######## block 1 ########
**config.mk**
```make
export PLATFORM = sky130hd
export DESIGN_NAME = dot_frame_buffer
export DESIGN_NICKNAME = d
export VERILOG_FILES = /design/src/rtl/dot_frame_buffer.sv
export SDC_FILE = /design/constraint.sdc
export NUM_CORES = 1
export LEC_CHECK = 0
export ABC_CLOCK_PERIOD_IN_PS = 5500
export CAP_MARGIN = 5
export CORE_MARGIN = 3
export CORE_UTILIZATION = 30
export DETAILED_ROUTE_END_ITERATION = 12
export PLACE_DENSITY_LB_ADDON = 0.05
export SLEW_MARGIN = 20
export SYNTH_ARGS = -nofsm -noshare
export SYNTH_HDL_FRONTEND = slang
export SYNTH_SLANG_ARGS = --single-unit
export TNS_END_PERCENT = 100
```
**constraint.sdc**
```tcl
create_clock -name clk -period 5.5 [get_ports clk]
set_input_delay 0.55 -clock clk [delete_from_list [all_inputs] [get_ports clk]]
set_output_delay 0.55 -clock clk [all_outputs]
set_load 0.05 [all_outputs]
```
**src/rtl/dot_frame_buffer.sv**
```systemverilog
// dot_frame_buffer
//   Double-buffered 8x8 frame store for the dot-matrix decoder. The CPU side
//   fills the back buffer one row at a time and then asks for a swap. The front
//   buffer, which drives q, changes only on a scan-frame boundary. This keeps
//   the display from ever showing a half-written image. An optional
//   auto-scroll rotates the displayed image one column every SCROLL_DIV frames.
//
// Ports
//   clk        in   1  system clock, rising edge
//   rst        in   1  synchronous active-high reset
//   we         in   1  row write strobe
//   addr       in   3  row index for the write
//   wdata      in   8  row pattern, bit c = column c lit
//   clr        in   1  clear the whole back buffer
//   swap       in   1  request commit of back -> front at next frame_tick
//   frame_tick in   1  one-cycle pulse at the start of each scan frame
//   scroll_en  in   1  enable auto-scroll of the front buffer
//   busy       out  1  swap pending (also the FSM state: 1 = PENDING)
//   q          out 64  front buffer, dot (r,c) = q[8*r+c]
//
// Swap handshake: a one-cycle swap pulse sampled while busy=0 is accepted,
// and busy rises after that edge. While busy=1, swap, we and clr are all
// ignored (nothing is queued). The first frame_tick sampled while busy=1
// commits the back buffer and drops busy. A tick in the same cycle as the
// accepting swap does not commit.
module dot_frame_buffer #(
  parameter int SCROLL_DIV = 4
) (
  input  logic        clk,
  input  logic        rst,
  input  logic        we,
  input  logic [2:0]  addr,
  input  logic [7:0]  wdata,
  input  logic        clr,
  input  logic        swap,
  input  logic        frame_tick,
  input  logic        scroll_en,
  output logic        busy,
  output logic [63:0] q
);

  localparam int SW = (SCROLL_DIV > 1) ? $clog2(SCROLL_DIV) : 1;
  localparam logic [SW-1:0] SCNT_MAX = SW'(SCROLL_DIV - 1);

  typedef enum logic {
    IDLE    = 1'b0,
    PENDING = 1'b1
  } state_t;

  state_t        state, state_next;
  logic [63:0]   back;
  logic [63:0]   front;
  logic [SW-1:0] scnt;
  logic          commit;
  logic [63:0]   front_rot;

  // Each row byte rotates left by one column. Column 7 wraps to column 0.
  always_comb begin
    front_rot = '0;
    for (int r = 0; r < 8; r++) begin
      front_rot[8*r +: 8] = {front[8*r +: 7], front[8*r + 7]};
    end
  end

  // Next-state logic. Commit is the PENDING -> IDLE transition.
  always_comb begin
    state_next = state;
    commit     = 1'b0;
    case (state)
      IDLE: begin
        if (swap) state_next = PENDING;
      end
      PENDING: begin
        if (frame_tick) begin
          commit     = 1'b1;
          state_next = IDLE;
        end
      end
      default: state_next = IDLE;
    endcase
  end

  always_ff @(posedge clk) begin
    if (rst) begin
      state <= IDLE;
    end else begin
      state <= state_next;
    end
  end

  // Back buffer. clr has priority over we. Both are ignored while a swap is
  // pending, so the image being committed cannot change under the commit.
  always_ff @(posedge clk) begin
    if (rst) begin
      back <= '0;
    end else if (state == IDLE) begin
      if (clr) begin
        back <= '0;
      end else if (we) begin
        back[8*addr +: 8] <= wdata;
      end
    end
  end

  // Front buffer and scroll counter. A commit always beats a scroll step in
  // the same cycle, and it restarts the scroll period.
  always_ff @(posedge clk) begin
    if (rst) begin
      front <= '0;
      scnt  <= '0;
    end else if (commit) begin
      front <= back;
      scnt  <= '0;
    end else if (!scroll_en) begin
      scnt <= '0;
    end else if (frame_tick) begin
      if (scnt == SCNT_MAX) begin
        front <= front_rot;
        scnt  <= '0;
      end else begin
        scnt <= scnt + 1'b1;
      end
    end
  end

  assign busy = (state == PENDING);
  assign q    = front;

endmodule

```
Fig. 1: block 1, M2 wires
The bar under the picture is 50 um long.
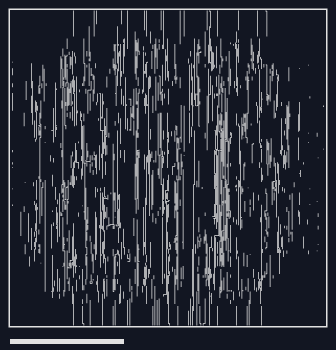
- nets with wire on the layer: 527
- main direction: vertical
- share of all routed wire: 44%

Fig. 2: block 1, cell placement
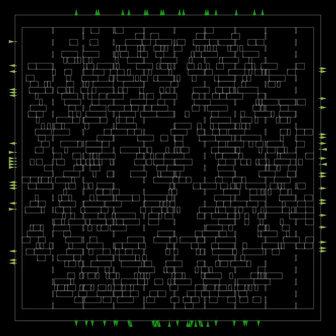
final core occ: 39.62%
Rows: 47
flop count: 131
final std cells w/o fill: 841

==> run_results.csv <==
group,metric,value,unit
power,clkPwrFrac,42.0,%
drt,first_pass_iters,4,
critical_path,crit_type,"reg -> out",
floorplanning,die-width,138.9,um
grt,grt_max_degree,81,
power,ir_worst_vdd,0.2201,mV
finish,final.fill_count,1704,
grt,antenna_found_initial,0,
placement,io_buffers,82,
yosys,yosys_cells,564,
finish,layout-area-overhead-vs-synth,26.61,%
placement,place_inst,815,
final_timing,finalHoldViolCount,0,
power,p_comb_share,13.9,%
clock_network,post_cts_buffers,0,
outcome,status,"completed",
drt,met3_length,680,um
critical_path,worst_setup_path_end_kind,"output port",
yosys,ys_ff,131,
placement,dpl.hpwl,9494,um
yosys,top_area_cell,"dfxtp_1",
yosys,synth-simple-area-share,19.95,%
hold_path,min_from,"scnt[1]$_SDFFE_PP0P_",
Fig. 3: block 1, floorplan with the power grid
Pins as bars on the die edge. Tap cells in gray.
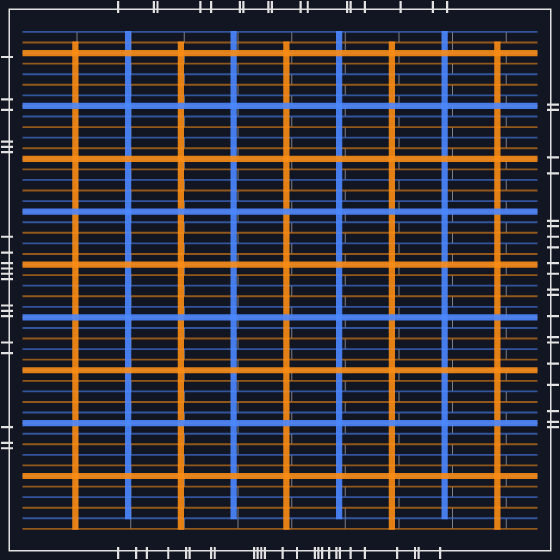
- VSS: orange
- VDD: blue
- met1 rails: 48
- met5 straps: 9
- tap cells: 220
- met4 straps: 9

-- metrics by stage --
step           power (uW)  util (%)
2_1_floorplan        1247         -
3_3_place_gp         1348     36.60
3_5_place_dp         1351     36.63
4_1_cts              2324     39.50
5_1_grt              2388     39.62
6_report             2294     39.62
-- registers in the layout, indices dropped and copies added (netlist names) --
name and cells:
scnt 2, back 64, q 64, busy 1
-- synthesized netlist by cell type --
cell type / n
a21oi_1: 4
a32o_1: 2
clkbuf_1: 21
a311oi_1: 64
buf_2: 13
a21o_2: 1
inv_1: 6
nor2b_4: 1
and3b_1: 1
nand4_2: 1
nor2_2: 2
o211ai_2: 1
nand2_1: 67
nor3b_4: 1
a22o_1: 62
and3_1: 2
mux2i_1: 1
a311o_1: 1
ha_1: 4
a31oi_4: 3
inv_2: 1
or2_2: 1
and3_2: 1
nor4b_4: 2
buf_6: 1
a41oi_4: 1
nor3_2: 1
nand2b_1: 2
o21ai_2: 1
nor3_4: 1
buf_1: 17
and2b_4: 1
a21oi_2: 2
nor2_1: 70
buf_4: 3
dfxtp_1: 131
nand3_1: 67
or3_1: 1
nor4_1: 2

######## block 2 ########
===== src/rtl/instruction_fetch_stage.sv =====
// rtl/instruction_fetch_stage.sv - PC owner, four-phase icache requester and one-entry decode slot
// Optional FETCH_PERF_COUNTERS_EN adds perf_fetched / perf_decode_stall outputs.
module instruction_fetch_stage #(
    parameter int                    ADDR_WIDTH = 64,
    parameter int                    INSN_WIDTH = 32,
    parameter logic [ADDR_WIDTH-1:0] RESET_PC   = '0
) (
    input  logic                  clock,
    input  logic                  reset,
    output logic                  icache_read_enable,
    output logic [ADDR_WIDTH-1:0] icache_address,
    input  logic [INSN_WIDTH-1:0] icache_data,
    input  logic                  icache_send_enable,
    input  logic                  redirect_valid,
    input  logic [ADDR_WIDTH-1:0] redirect_pc,
    output logic                  decode_valid,
    input  logic                  decode_ready,
    output logic [INSN_WIDTH-1:0] decode_insn,
    output logic [ADDR_WIDTH-1:0] decode_pc
`ifdef FETCH_PERF_COUNTERS_EN
    ,
    output logic [63:0]           perf_fetched,
    output logic [63:0]           perf_decode_stall
`endif
);

    typedef enum logic [1:0] {
        REQUEST   = 2'd0,
        RELEASE   = 2'd1,
        WAIT_SLOT = 2'd2
    } state_t;

    localparam logic [ADDR_WIDTH-1:0] ALIGN_MASK  = {{(ADDR_WIDTH-2){1'b1}}, 2'b00};
    localparam logic [ADDR_WIDTH-1:0] RESET_PC_AL = RESET_PC & ALIGN_MASK;

    state_t                  state_q;
    logic [ADDR_WIDTH-1:0]   pc_q;
    logic [ADDR_WIDTH-1:0]   req_pc_q;
    logic                    drop_pending_q;
    logic                    decode_valid_q;
    logic [INSN_WIDTH-1:0]   decode_insn_q;
    logic [ADDR_WIDTH-1:0]   decode_pc_q;

    logic [ADDR_WIDTH-1:0]   redirect_pc_d;
    logic [ADDR_WIDTH-1:0]   pc_plus4_d;
    logic                    handshake_d;
    logic                    slot_free_d;

    assign redirect_pc_d = redirect_pc & ALIGN_MASK;
    assign pc_plus4_d    = pc_q + ADDR_WIDTH'(4);
    // A redirect flushes the slot, so a handshake in that cycle does not count.
    assign handshake_d   = decode_valid_q && decode_ready && !redirect_valid;
    assign slot_free_d   = !decode_valid_q || decode_ready || redirect_valid;

    assign icache_read_enable = (state_q == REQUEST);
    assign icache_address     = (state_q == REQUEST) ? req_pc_q : pc_q;
    assign decode_valid       = decode_valid_q;
    assign decode_insn        = decode_insn_q;
    assign decode_pc          = decode_pc_q;

    always_ff @(posedge clock or posedge reset) begin
        if (reset) begin
            state_q        <= RELEASE;
            pc_q           <= RESET_PC_AL;
            req_pc_q       <= RESET_PC_AL;
            drop_pending_q <= 1'b0;
            decode_valid_q <= 1'b0;
            decode_insn_q  <= '0;
            decode_pc_q    <= '0;
        end else begin
            if (handshake_d) begin
                decode_valid_q <= 1'b0;
            end

            case (state_q)
                REQUEST: begin
                    if (icache_send_enable) begin
                        state_q        <= RELEASE;
                        drop_pending_q <= 1'b0;
                        if (!drop_pending_q && !redirect_valid) begin
                            decode_insn_q  <= icache_data;
                            decode_pc_q    <= pc_q;
                            decode_valid_q <= 1'b1;
                            pc_q           <= pc_plus4_d;
                        end
                    end else if (redirect_valid) begin
                        // The cache may be mid-miss; let the response land and drop it.
                        drop_pending_q <= 1'b1;
                    end
                end
                RELEASE: begin
                    if (!icache_send_enable) begin
                        state_q <= slot_free_d ? REQUEST : WAIT_SLOT;
                    end
                end
                WAIT_SLOT: begin
                    if (decode_ready || redirect_valid) begin
                        state_q <= REQUEST;
                    end
                end
                default: begin
                    state_q <= RELEASE;
                end
            endcase

            if (state_q != REQUEST) begin
                req_pc_q <= redirect_valid ? redirect_pc_d : pc_q;
            end

            if (redirect_valid) begin
                pc_q           <= redirect_pc_d;
                decode_valid_q <= 1'b0;
            end
        end
    end

`ifdef FETCH_PERF_COUNTERS_EN
    logic [63:0] perf_fetched_q;
    logic [63:0] perf_decode_stall_q;

    always_ff @(posedge clock or posedge reset) begin
        if (reset) begin
            perf_fetched_q      <= '0;
            perf_decode_stall_q <= '0;
        end else begin
            if (handshake_d) begin
                perf_fetched_q <= perf_fetched_q + 64'd1;
            end
            if (decode_valid_q && !decode_ready) begin
                perf_decode_stall_q <= perf_decode_stall_q + 64'd1;
            end
        end
    end

    assign perf_fetched      = perf_fetched_q;
    assign perf_decode_stall = perf_decode_stall_q;
`endif

endmodule


===== config.mk =====
export PLATFORM = sky130hd
export DESIGN_NAME = instruction_fetch_stage
export DESIGN_NICKNAME = d
export VERILOG_FILES = /design/src/rtl/instruction_fetch_stage.sv
export SDC_FILE = /design/constraint.sdc
export NUM_CORES = 1
export LEC_CHECK = 0
export ABC_CLOCK_PERIOD_IN_PS = 10900
export CORE_ASPECT_RATIO = 0.5
export CORE_MARGIN = 3
export CORE_UTILIZATION = 45
export CTS_BUF_LIST = sky130_fd_sc_hd__clkbuf_8
export CTS_CLUSTER_DIAMETER = 120
export DETAILED_ROUTE_END_ITERATION = 16
export PLACE_DENSITY = 0.74
export SETUP_SLACK_MARGIN = 0.2
export SKIP_CTS_REPAIR_TIMING = 1
export SLEW_MARGIN = 0
export SYNTH_ARGS = -nofsm -noshare
export SYNTH_HDL_FRONTEND = slang
export SYNTH_SLANG_ARGS = --single-unit

===== constraint.sdc =====
create_clock -name clock -period 10.9 [get_ports clock]
set_input_delay 2.18 -clock clock [delete_from_list [all_inputs] [get_ports clock]]
set_output_delay 2.18 -clock clock [all_outputs]
set_load 0.1 [all_outputs]

Fig. 4: block 2, clock distribution
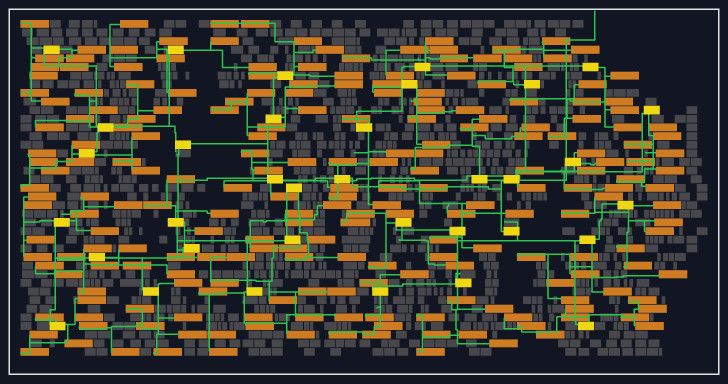
- flip-flops: orange (count 223)
- cells driving clock nets: yellow (count 35)
- clock wires: green (length 3,230 um)
- flops lie: widely spread

Fig. 5: block 2, floorplan with the power grid
Pins as bars on the die edge. Tap cells in gray.
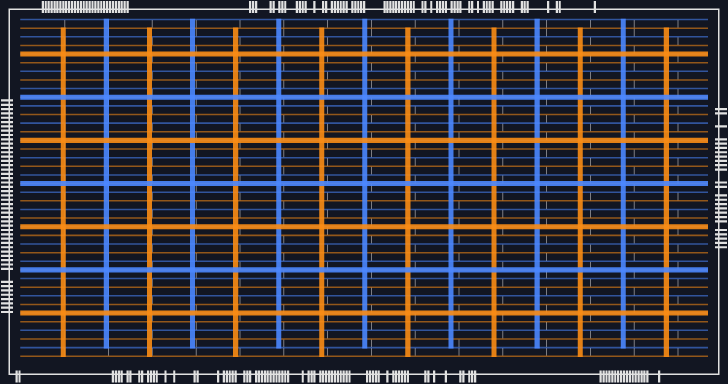
- VDD: blue
- VSS: orange
- rows: 39
- met4 straps: 15
- met1 rails: 40

[routing by layer]
layer | vias to the layer above | routed length [um] | GRT usage [%]
met5 | - | 0 | 0
met4 | 0 | 527 | 5.922
met3 | 39 | 1858 | 5.558
met2 | 256 | 14480 | 38.45
met1 | 4423 | 13080 | 30.46
li1 | 4182 | - | -
[cells by family after synthesis]
| family | Yosys count | synth area share [%] |
|---|---|---|
| flops | 223 | 52.66 |
| other cells | 1 | 0.03538 |
| xor+xnor | 37 | 3.057 |
| mux | 115 | 11.99 |
| compound gates | 252 | 13.39 |
| buf+inv | 128 | 4.734 |
| fa+ha+maj | 4 | 0.4722 |
| simple gates | 293 | 13.66 |
[final cells by class]
cell class	instances	area share [%]
clock buffer	46	4.484
inverter	66	1.808
multi-input combinational	703	32.19
clock inverter	15	0.4608
tap	307	2.721
sequential	223	39.53
timing repair buffer	268	18.81
[registers in the layout, indices dropped and copies added (netlist names)]
signal	count
decode_valid	1
decode_insn	32
state_q	2
decode_pc	62
pc_q	62
req_pc_q	63
drop_pending_q	1
==> run_results.csv <==
group,metric,value,unit
yosys,yosysChipArea,10600,um^2
yosys,syn_avg_cell_area,10.07,um^2
final_timing,setup_viol,0,
finish,final_area,14120,um^2
final_timing,clock_skew,0.01914,ns
yosys,top_area_cell,"dfrtp_1",
yosys,netlist_area,10600,um^2
final_timing,slew_viol_final,0,
final_timing,finalHoldViolCount,0,
clock_network,htreeDepth,2,
clock_network,clk_pin_slew,0.06,ns
drt,wl,29940,um
outcome,status,"completed",
yosys,seq_area_frac_synth,52.66,%
yosys,common_cells,"dfrtp_1 (222), o21ai_0 (170), nand2_1 (130)",
critical_path,max_stage_delay,1.20,ns

######## block 3 ########
Fig. 6: block 3, clock distribution
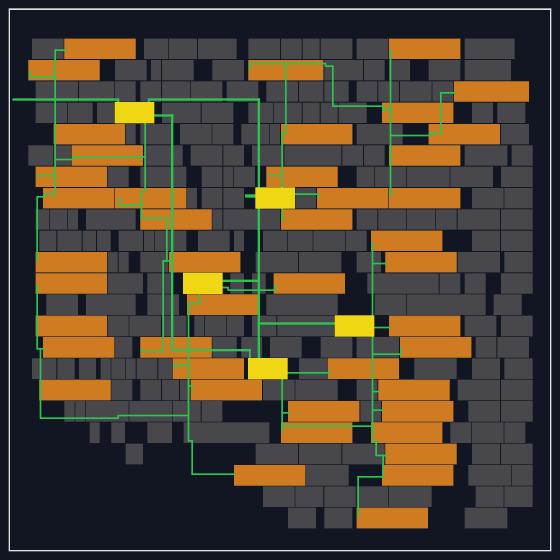
Fig. 7: block 3, floorplan with the power grid
Pins as bars on the die edge. Tap cells in gray.
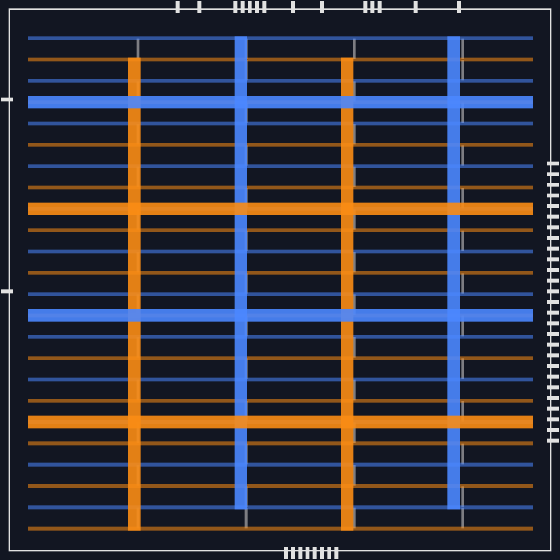
$ cat config.mk
export PLATFORM = sky130hd
export DESIGN_NAME = fft_frame_ctrl
export DESIGN_NICKNAME = d
export VERILOG_FILES = /design/src/rtl/fft_pkg.sv /design/src/rtl/fft_frame_ctrl_sample_tick_gen.sv /design/src/rtl/fft_frame_ctrl.sv
export SDC_FILE = /design/constraint.sdc
export NUM_CORES = 1
export LEC_CHECK = 0
export CORE_MARGIN = 2
export CORE_UTILIZATION = 44
export CTS_BUF_LIST = sky130_fd_sc_hd__clkbuf_2 sky130_fd_sc_hd__clkbuf_4 sky130_fd_sc_hd__clkbuf_8
export DETAILED_ROUTE_END_ITERATION = 10
export PLACE_DENSITY = 0.77
export REMOVE_ABC_BUFFERS = 1
export SETUP_SLACK_MARGIN = 0.5
export SLEW_MARGIN = 15
export SYNTH_ARGS = -nofsm -noshare
export SYNTH_HDL_FRONTEND = slang
export SYNTH_SLANG_ARGS = --single-unit
$ cat constraint.sdc
create_clock -name clk -period 1.4 [get_ports clk]
set_input_delay 0.14 -clock clk [delete_from_list [all_inputs] [get_ports clk]]
set_output_delay 0.14 -clock clk [all_outputs]
set_load 0.03 [all_outputs]
$ cat src/rtl/fft_pkg.sv
// fft_pkg: shared FSM state encoding and datapath defaults for the FFT front end
package fft_pkg;
  localparam int DATA_W_DEF = 16;
  localparam int FRAME_LEN_DEF = 8;
  typedef enum logic [1:0] {IDLE, FILL, START, BUSY} fsm_state_t;
endpackage

$ cat src/rtl/fft_frame_ctrl_sample_tick_gen.sv
// sample_tick_gen: sample-rate tick counter issuing one-cycle ADC conversion requests
module sample_tick_gen #(
  parameter int SAMPLE_DIV = 1000
) (
  input  logic clk,
  input  logic rst_n,
  input  logic run,
  input  logic fill,
  output logic adc_req
);
  localparam int TW = $clog2(SAMPLE_DIV);
  logic [TW-1:0] tick;
  logic wrap;
  assign wrap = tick == TW'(SAMPLE_DIV - 1);
  // free-running divider while active, parked at zero when idle; request only while filling
  always_ff @(posedge clk or negedge rst_n)
    if (!rst_n) begin
      tick <= '0;
      adc_req <= 1'b0;
    end else begin
      tick <= (!run || wrap) ? '0 : tick + 1'b1;
      adc_req <= fill & wrap;
    end
endmodule

$ cat src/rtl/fft_frame_ctrl.sv
// fft_frame_ctrl: frames ADC samples into the FFT shift register and hands off to the FFT (FFT_OVERRUN_CNT_EN adds overrun_cnt)
module fft_frame_ctrl
  import fft_pkg::*;
#(
  parameter int DATA_W = DATA_W_DEF,
  parameter int FRAME_LEN = FRAME_LEN_DEF,
  parameter int SAMPLE_DIV = 1000
) (
  input  logic              clk,
  input  logic              rst_n,
  input  logic              enable,
  output logic              adc_req,
  input  logic              adc_dv,
  input  logic [DATA_W-1:0] adc_data,
  output logic              shift_en,
  output logic [DATA_W-1:0] shift_data,
  output logic              fft_start,
  input  logic              fft_done,
  output logic              busy,
  output logic [7:0]        frame_cnt,
  output logic              overrun,
`ifdef FFT_OVERRUN_CNT_EN
  output logic [7:0]        overrun_cnt,
`endif
  input  logic              overrun_clr
);
  localparam int CW = $clog2(FRAME_LEN);
  fsm_state_t state;
  logic [CW-1:0] samp_cnt;
  logic last, drop;
  assign last = samp_cnt == CW'(FRAME_LEN - 1);
  assign drop = adc_dv && (state == START || state == BUSY);

  sample_tick_gen #(.SAMPLE_DIV(SAMPLE_DIV)) u_tick (
    .clk    (clk),
    .rst_n  (rst_n),
    .run    (state != IDLE),
    .fill   (state == FILL),
    .adc_req(adc_req)
  );

  // frame FSM: collect FRAME_LEN samples, kick the FFT, wait for it to finish
  always_ff @(posedge clk or negedge rst_n)
    if (!rst_n) begin
      state <= IDLE;
      samp_cnt <= '0;
      shift_en <= 1'b0;
      shift_data <= '0;
      fft_start <= 1'b0;
      busy <= 1'b0;
      frame_cnt <= '0;
      overrun <= 1'b0;
    end else begin
      shift_en <= 1'b0;
      fft_start <= 1'b0;
      overrun <= drop | (overrun & ~overrun_clr);
      case (state)
        IDLE: if (enable) state <= FILL;
        FILL:
          if (!enable) begin
            samp_cnt <= '0;
            state <= IDLE;
          end else if (adc_dv) begin
            shift_en <= 1'b1;
            shift_data <= adc_data;
            samp_cnt <= last ? '0 : samp_cnt + 1'b1;
            if (last) begin
              state <= START;
              busy <= 1'b1;
            end
          end
        START: begin
          state <= BUSY;
          fft_start <= 1'b1;
        end
        BUSY:
          if (fft_done) begin
            frame_cnt <= frame_cnt + 8'd1;
            state <= enable ? FILL : IDLE;
            busy <= 1'b0;
          end
        default: state <= IDLE;
      endcase
    end

`ifdef FFT_OVERRUN_CNT_EN
  // saturating count of samples dropped while the FFT owns the shift register
  always_ff @(posedge clk or negedge rst_n)
    if (!rst_n) overrun_cnt <= '0;
    else overrun_cnt <= drop ? (overrun_cnt == 8'hff ? overrun_cnt : overrun_cnt + 8'd1)
                             : (overrun_clr ? '0 : overrun_cnt);
`endif
endmodule

==> run_results.csv <==
group,metric,value,unit
finish,diodes,0,
outcome,failed_checks,"negative setup slack",
floorplanning,die-width,68.88,um
placement,gp_congestion,0.7333,
finish,n_clock_buffer,7,
outcome,status,"complete, but fails checks",
grt,grt_max_degree,25,
yosys,synthCells,147,
yosys,yosys_cells,147,
final_timing,finalWorstSetupSlack,-0.04607,ns
drt,routed-via-count,1580,
final_timing,slew_headroom,76.65,%
final_timing,setup_viol,15,
drt,drt_iter0_drc,55,
final_timing,layout_worst_path_cycle_share,103.3,%
final_timing,rsz0062_at_grt,"yes",
power,clkPwrFrac,30.0,%
floorplanning,pin_count,51,
grt,grt_pass1_wl,7072,um
finish,flops,44,
yosys,synthXorXnorAreaFrac,5.676,%
placement,place_inst,262,
yosys,seq_area_frac_synth,59.46,%
Notes on Fig. 6 above:
- cells driving clock nets: yellow (count 5)
- clock wires: green (length 479 um)
- flip-flops: orange (count 44)
- flops lie: widely spread

Notes on Fig. 7 above:
- VSS: orange
- VDD: blue
- tap cells: 50
- rows: 23
- met5 straps: 4
- met4 straps: 4

[worst paths after layout]
check | start | end | slack [ns] | cells past startpoint
worst min-delay path | rst_n | shift_data[11]$_DFFE_PN0P_ | 0.31 | 2
max in group asynchronous | rst_n | u_tick.tick[4]$_DFF_PN0_ | 0.67 | 3
worst max-delay path | flip-flop | frame_cnt[5]$_DFFE_PN0P_ | -0.05 | 6
worst min register to register | frame_cnt[2]$_DFFE_PN0P_ | frame_cnt[2]$_DFFE_PN0P_ | 0.54 | 1
worst max register to register | flip-flop | frame_cnt[5]$_DFFE_PN0P_ | -0.05 | 6
min in group clk | overrun_clr | overrun$_DFF_PN0_ | 0.41 | 2
[through the flow]
stage	setup WS [ns]	power [uW]	setup TNS [ns]	cell area [um^2]
detailed placement	-0.08368	2171	-1.091	2544
global placement	-0.03922	2140	-0.6538	2544
global route	-0.07199	3603	-0.9787	3276
finish	-0.04607	3466	-0.2289	3276
CTS	-0.005829	3390	-0.01015	3040
floorplan	-0.2676	1798	-4.601	1826
[flip-flops by register name (all words and copies together), names as in the netlist, 3 cells and up, named ones only]
register / count
u_tick.tick: 10
samp_cnt: 3
shift_data: 16
frame_cnt: 8

######## block 4 ########
Fig. 8: block 4, clock distribution
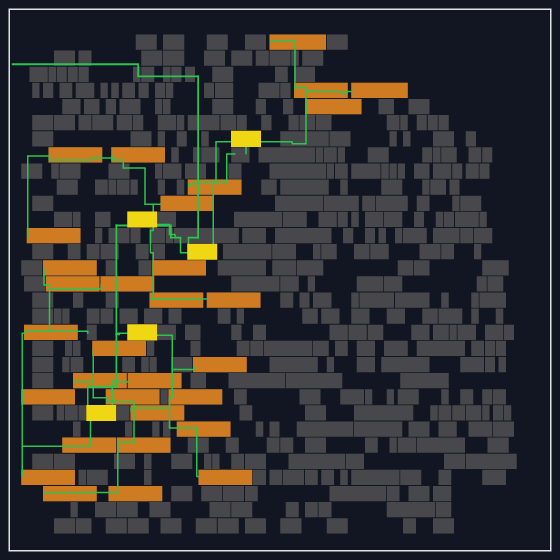
Fig. 9: block 4, floorplan with the power grid
Pins as bars on the die edge. Tap cells in gray.
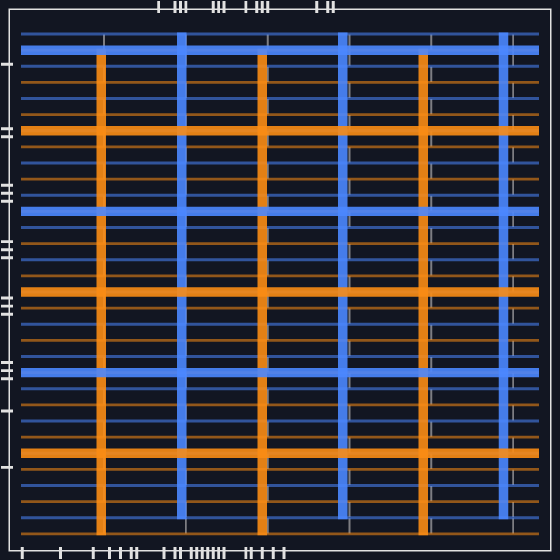
## config.mk

```make
export PLATFORM = sky130hd
export DESIGN_NAME = priority_resolver
export DESIGN_NICKNAME = d
export VERILOG_FILES = /design/src/rtl/priority_resolver.sv
export SDC_FILE = /design/constraint.sdc
export NUM_CORES = 1
export LEC_CHECK = 0
export CAP_MARGIN = 10
export CORE_MARGIN = 1.5
export CORE_UTILIZATION = 45
export DETAILED_ROUTE_END_ITERATION = 7
export HOLD_SLACK_MARGIN = 0.15
export MAX_ROUTING_LAYER = met4
export PLACE_DENSITY = 0.65
export SYNTH_ARGS = -nofsm -noshare
export SYNTH_HDL_FRONTEND = slang
export SYNTH_SLANG_ARGS = --single-unit
```

## constraint.sdc

```tcl
create_clock -name CLK -period 4.4 [get_ports CLK]
set_input_delay 0.66 -clock CLK [delete_from_list [all_inputs] [get_ports CLK]]
set_output_delay 0.66 -clock CLK [all_outputs]
set_load 0.01 [all_outputs]
```

## src/rtl/priority_resolver.sv

```systemverilog
// priority_resolver: IRR/ISR bookkeeping and rotating-priority resolution for an
// 8259-style interrupt controller. Feeds INTERNAL_INT and IR_NUM to the control unit.
// Optional feature macro: PIC_SPECIAL_MASK_EN. When it is defined, SMM=1 stops the
// ISR from inhibiting lower levels. When it is undefined, SMM is ignored and
// nesting is always fully nested.
module priority_resolver (
  input  logic       CLK,
  input  logic       RST_,
  input  logic [7:0] IR,
  input  logic       LEVEL,
  input  logic [7:0] interrupt_mask,
  input  logic       INTA_FIRST,
  input  logic       INTA_LAST,
  input  logic       AEOI,
  input  logic       ROTATE,
  input  logic       EOI_NS,
  input  logic       EOI_SPEC,
  input  logic [2:0] EOI_LEVEL,
  input  logic       SET_PRIO,
  input  logic [2:0] PRIO_LEVEL,
  input  logic       SMM,
  output logic       INTERNAL_INT,
  output logic [2:0] IR_NUM,
  output logic [7:0] IRR,
  output logic [7:0] ISR
);

  logic [7:0] ir_q;
  logic [2:0] lp;        // lowest-priority level; LP+1 is the highest priority

  logic       smm_act;
  logic [7:0] cand;
  logic       win_valid;
  logic [2:0] win_lvl;
  logic [2:0] win_rank;
  logic       isr_valid;
  logic [2:0] isr_lvl;
  logic [2:0] isr_rank;
  logic       int_next;
  logic [7:0] isr_set;
  logic [7:0] isr_clr;
  logic [7:0] irr_ack;
  logic [7:0] irr_next;
  logic [7:0] isr_next;
  logic [2:0] lp_next;
  logic [2:0] num_next;

`ifdef PIC_SPECIAL_MASK_EN
  assign smm_act = SMM;
`else
  logic unused_smm;
  assign unused_smm = SMM;
  assign smm_act    = 1'b0;
`endif

  // In special mask mode, levels that are already in service are not eligible
  // to win. Masked levels are excluded in either mode.
  assign cand = IRR & ~interrupt_mask & (smm_act ? ~ISR : 8'hFF);

  // Find the highest-priority candidate and the highest-priority in-service level.
  // The scan runs from lowest to highest priority, so the last hit found is the winner.
  always_comb begin
    logic [2:0] lvl;
    win_valid = 1'b0;
    win_lvl   = 3'd0;
    win_rank  = 3'd7;
    isr_valid = 1'b0;
    isr_lvl   = 3'd0;
    isr_rank  = 3'd7;
    lvl       = 3'd0;
    for (int k = 7; k >= 0; k--) begin
      lvl = lp + 3'(k + 1);
      if (cand[lvl]) begin
        win_valid = 1'b1;
        win_lvl   = lvl;
        win_rank  = 3'(k);
      end
      if (ISR[lvl]) begin
        isr_valid = 1'b1;
        isr_lvl   = lvl;
        isr_rank  = 3'(k);
      end
    end
  end

  // Raise the request only when the winner outranks everything in service.
  // In special mask mode the ISR does not inhibit lower levels.
  assign int_next = win_valid && (smm_act || !isr_valid || (win_rank < isr_rank));

  // Command decode. At most one ISR-clearing or LP-changing command is applied per
  // cycle. The acknowledge is handled separately so that it can share the cycle.
  always_comb begin
    isr_clr = 8'h00;
    lp_next = lp;
    if (SET_PRIO) begin
      lp_next = PRIO_LEVEL;
    end else if (EOI_SPEC) begin
      isr_clr[EOI_LEVEL] = 1'b1;
      if (ROTATE) lp_next = EOI_LEVEL;
    end else if (EOI_NS) begin
      if (isr_valid) begin
        isr_clr[isr_lvl] = 1'b1;
        if (ROTATE) lp_next = isr_lvl;
      end
    end else if (INTA_LAST && AEOI) begin
      isr_clr[IR_NUM] = 1'b1;
      if (ROTATE) lp_next = IR_NUM;
    end
  end

  // Acknowledge path and next-value computation for IRR, ISR and IR_NUM.
  // An ISR set takes precedence over a clear that targets the same bit.
  always_comb begin
    isr_set  = 8'h00;
    irr_ack  = 8'h00;
    num_next = IR_NUM;
    if (INTA_FIRST) begin
      if (win_valid) begin
        isr_set[win_lvl] = 1'b1;
        irr_ack[win_lvl] = 1'b1;
        num_next         = win_lvl;
      end else begin
        num_next = 3'd7;
      end
    end
    if (LEVEL)
      irr_next = IR;
    else
      irr_next = IR & (IRR | ~ir_q) & ~irr_ack;
    isr_next = (ISR & ~isr_clr) | isr_set;
  end

  // State registers. ir_q resets to 0, so an IR line held high through reset
  // release is treated as a rising edge.
  always_ff @(posedge CLK or negedge RST_) begin
    if (!RST_) begin
      ir_q         <= 8'h00;
      IRR          <= 8'h00;
      ISR          <= 8'h00;
      lp           <= 3'd7;
      IR_NUM       <= 3'd0;
      INTERNAL_INT <= 1'b0;
    end else begin
      ir_q         <= IR;
      IRR          <= irr_next;
      ISR          <= isr_next;
      lp           <= lp_next;
      IR_NUM       <= num_next;
      INTERNAL_INT <= int_next;
    end
  end

endmodule

```

==> run_results.csv <==
group,metric,value,unit
yosys,top_area_cell,"dfrtp_1",
critical_path,cp_num_buf_inv,1,
drt,first_pass_iters,8,
finish,n_clock_buffer,5,
yosys,seq_area_frac_synth,22.32,%
clock_network,clk_pin_slew,0.07,ns
critical_path,r2r_slack,0.50,ns
grt,use_met3,3.266,%
clock_network,clk_path_buf_depth,2,
grt,busiest_layer,"met2",
finish,flops,31,
final_timing,clock_skew,0.007762,ns
yosys,yosys.area_share.aoi,23.68,%
yosys,synthCells,378,
clock_network,htreeDepth,2,
yosys,adder_share,1.433,%
critical_path,crit_family,"AND-OR/OR-AND gates",
placement,placed_area,4081,um^2
final_timing,rsz0062_at_grt,"no",
finish,nNetsFinal,461,
floorplanning,die_area,8297,um^2
drt,wl_met2,4728,um
finish,postLayoutCoreUtil,56.91,%
yosys,syn_nets,415,
grt,met1_usage,36.00,%
yosys,synth_cell_types,82,
clock_network,clk_latency,0.29,ns
outcome,status,"completed",
yosys,edf_count,0,
placement,pre_cts_ws,0.5973,ns
## Picture notes: Fig. 8
- flip-flops: orange (count 31)
- clock wires: green (length 465 um)
- cells driving clock nets: yellow (count 5)
- routed clock nets: 6

## Picture notes: Fig. 9
- VDD: blue
- VSS: orange
- met4 straps: 6
- met5 straps: 6
- rows: 31
- tap cells: 99
- met1 rails: 32

[sequential cells by signal, summed over array words and instances (netlist names)]
signal and count:
INTERNAL_INT 1, ir_q 8, IR_NUM 3, lp 3, IRR 8, ISR 8
[power breakdown]
| part | switching (uW) | internal (uW) |
|---|---|---|
| registers | 136 | 359 |
| logic | 962 | 795 |
| clock network | 115 | 168 |
[logic make-up (layout without fill, tap and decap cells)]
family / Yosys count / after routing
compound gates: 108 / 108
xor+xnor: 6 / 6
fa+ha+maj: 4 / 4
buf+inv: 37 / 84
flops: 31 / 31
mux: 50 / 50
simple gates: 142 / 142
[cell usage after synthesis, types with 5 or more instances]
| cell type | number |
|---|---|
| a31oi_1 | 10 |
| inv_1 | 14 |
| nor2_1 | 24 |
| or3_1 | 6 |
| buf_2 | 5 |
| mux2i_1 | 14 |
| o21ai_0 | 12 |
| clkbuf_1 | 10 |
| nor2b_1 | 13 |
| a221o_1 | 10 |
| nand2_1 | 45 |
| nand3_1 | 11 |
| nand2b_1 | 12 |
| o221ai_1 | 5 |
| o22ai_1 | 5 |
| mux4_1 | 8 |
| mux4_2 | 16 |
| dfrtp_1 | 28 |
| a21oi_1 | 19 |
| mux2_2 | 11 |


==> notes/layouts.md <==
Pictures saved along the way, in no particular order.

Cell classes on the final placement.
picture 1
The bar under the picture is 50 um long. Fill, decap, tap and diode cells in gray.
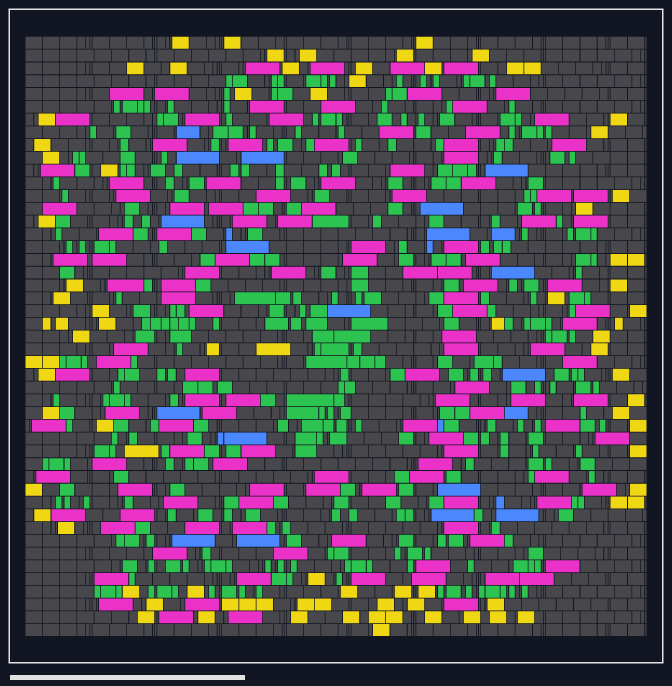
picture 2
The bar under the picture is 20 um long. Fill, decap, tap and diode cells in gray.
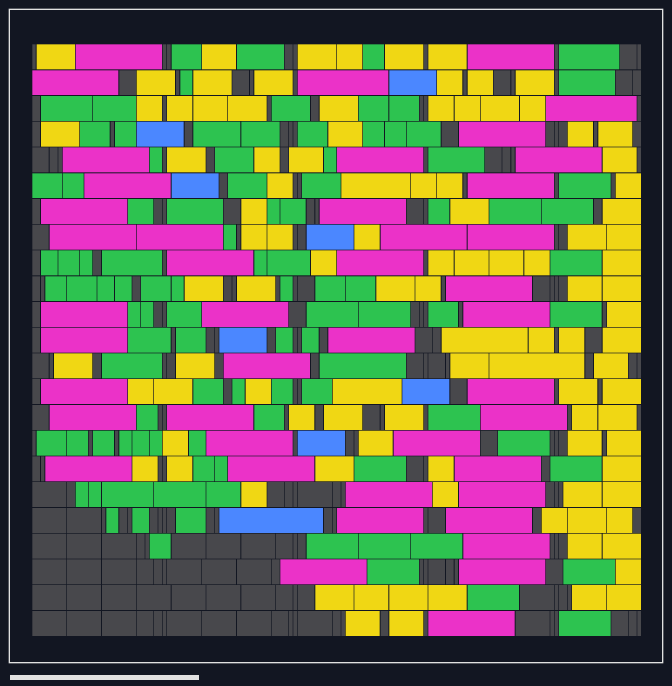
picture 3
The bar under the picture is 20 um long. Fill, decap, tap and diode cells in gray.
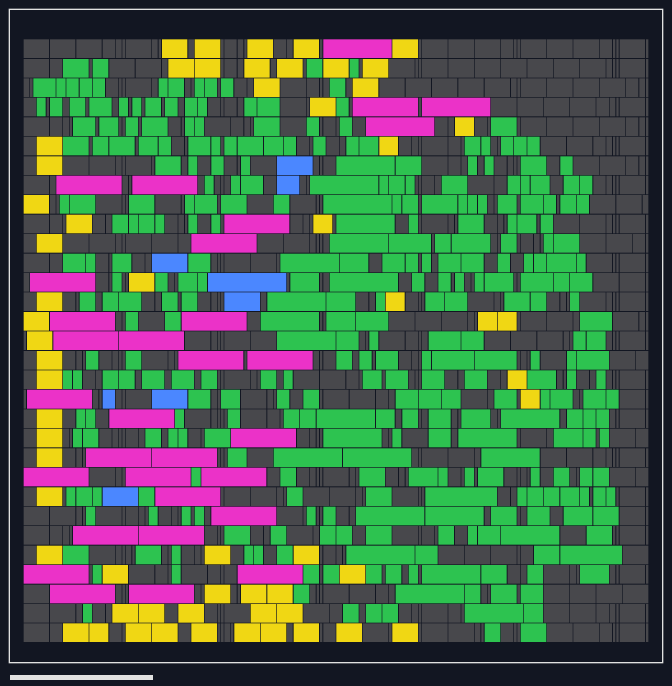
picture 4
The bar under the picture is 50 um long. Fill, decap, tap and diode cells in gray.
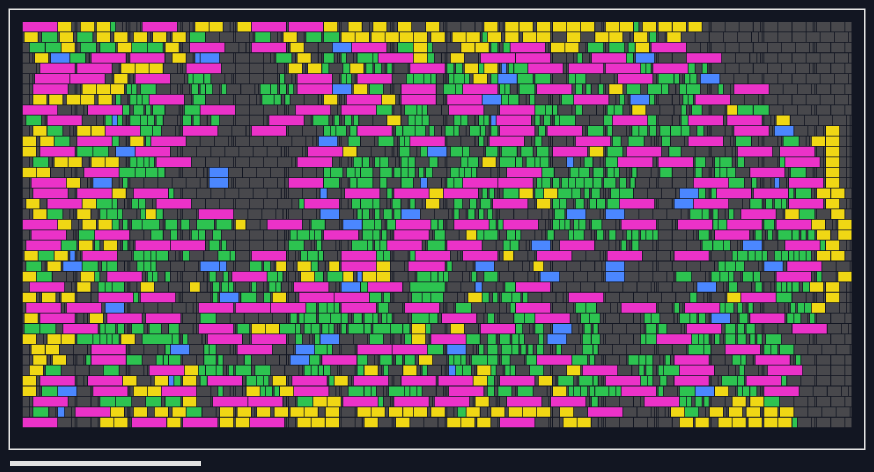
The one with the lowest utilization is picture 1.
| picture | from |
|---|---|
| picture 4 | block 2 |
| picture 2 | block 3 |
| picture 3 | block 4 |
| picture 1 | block 1 |

Power figures rest on the tool's default switching activity, not on a simulated workload.
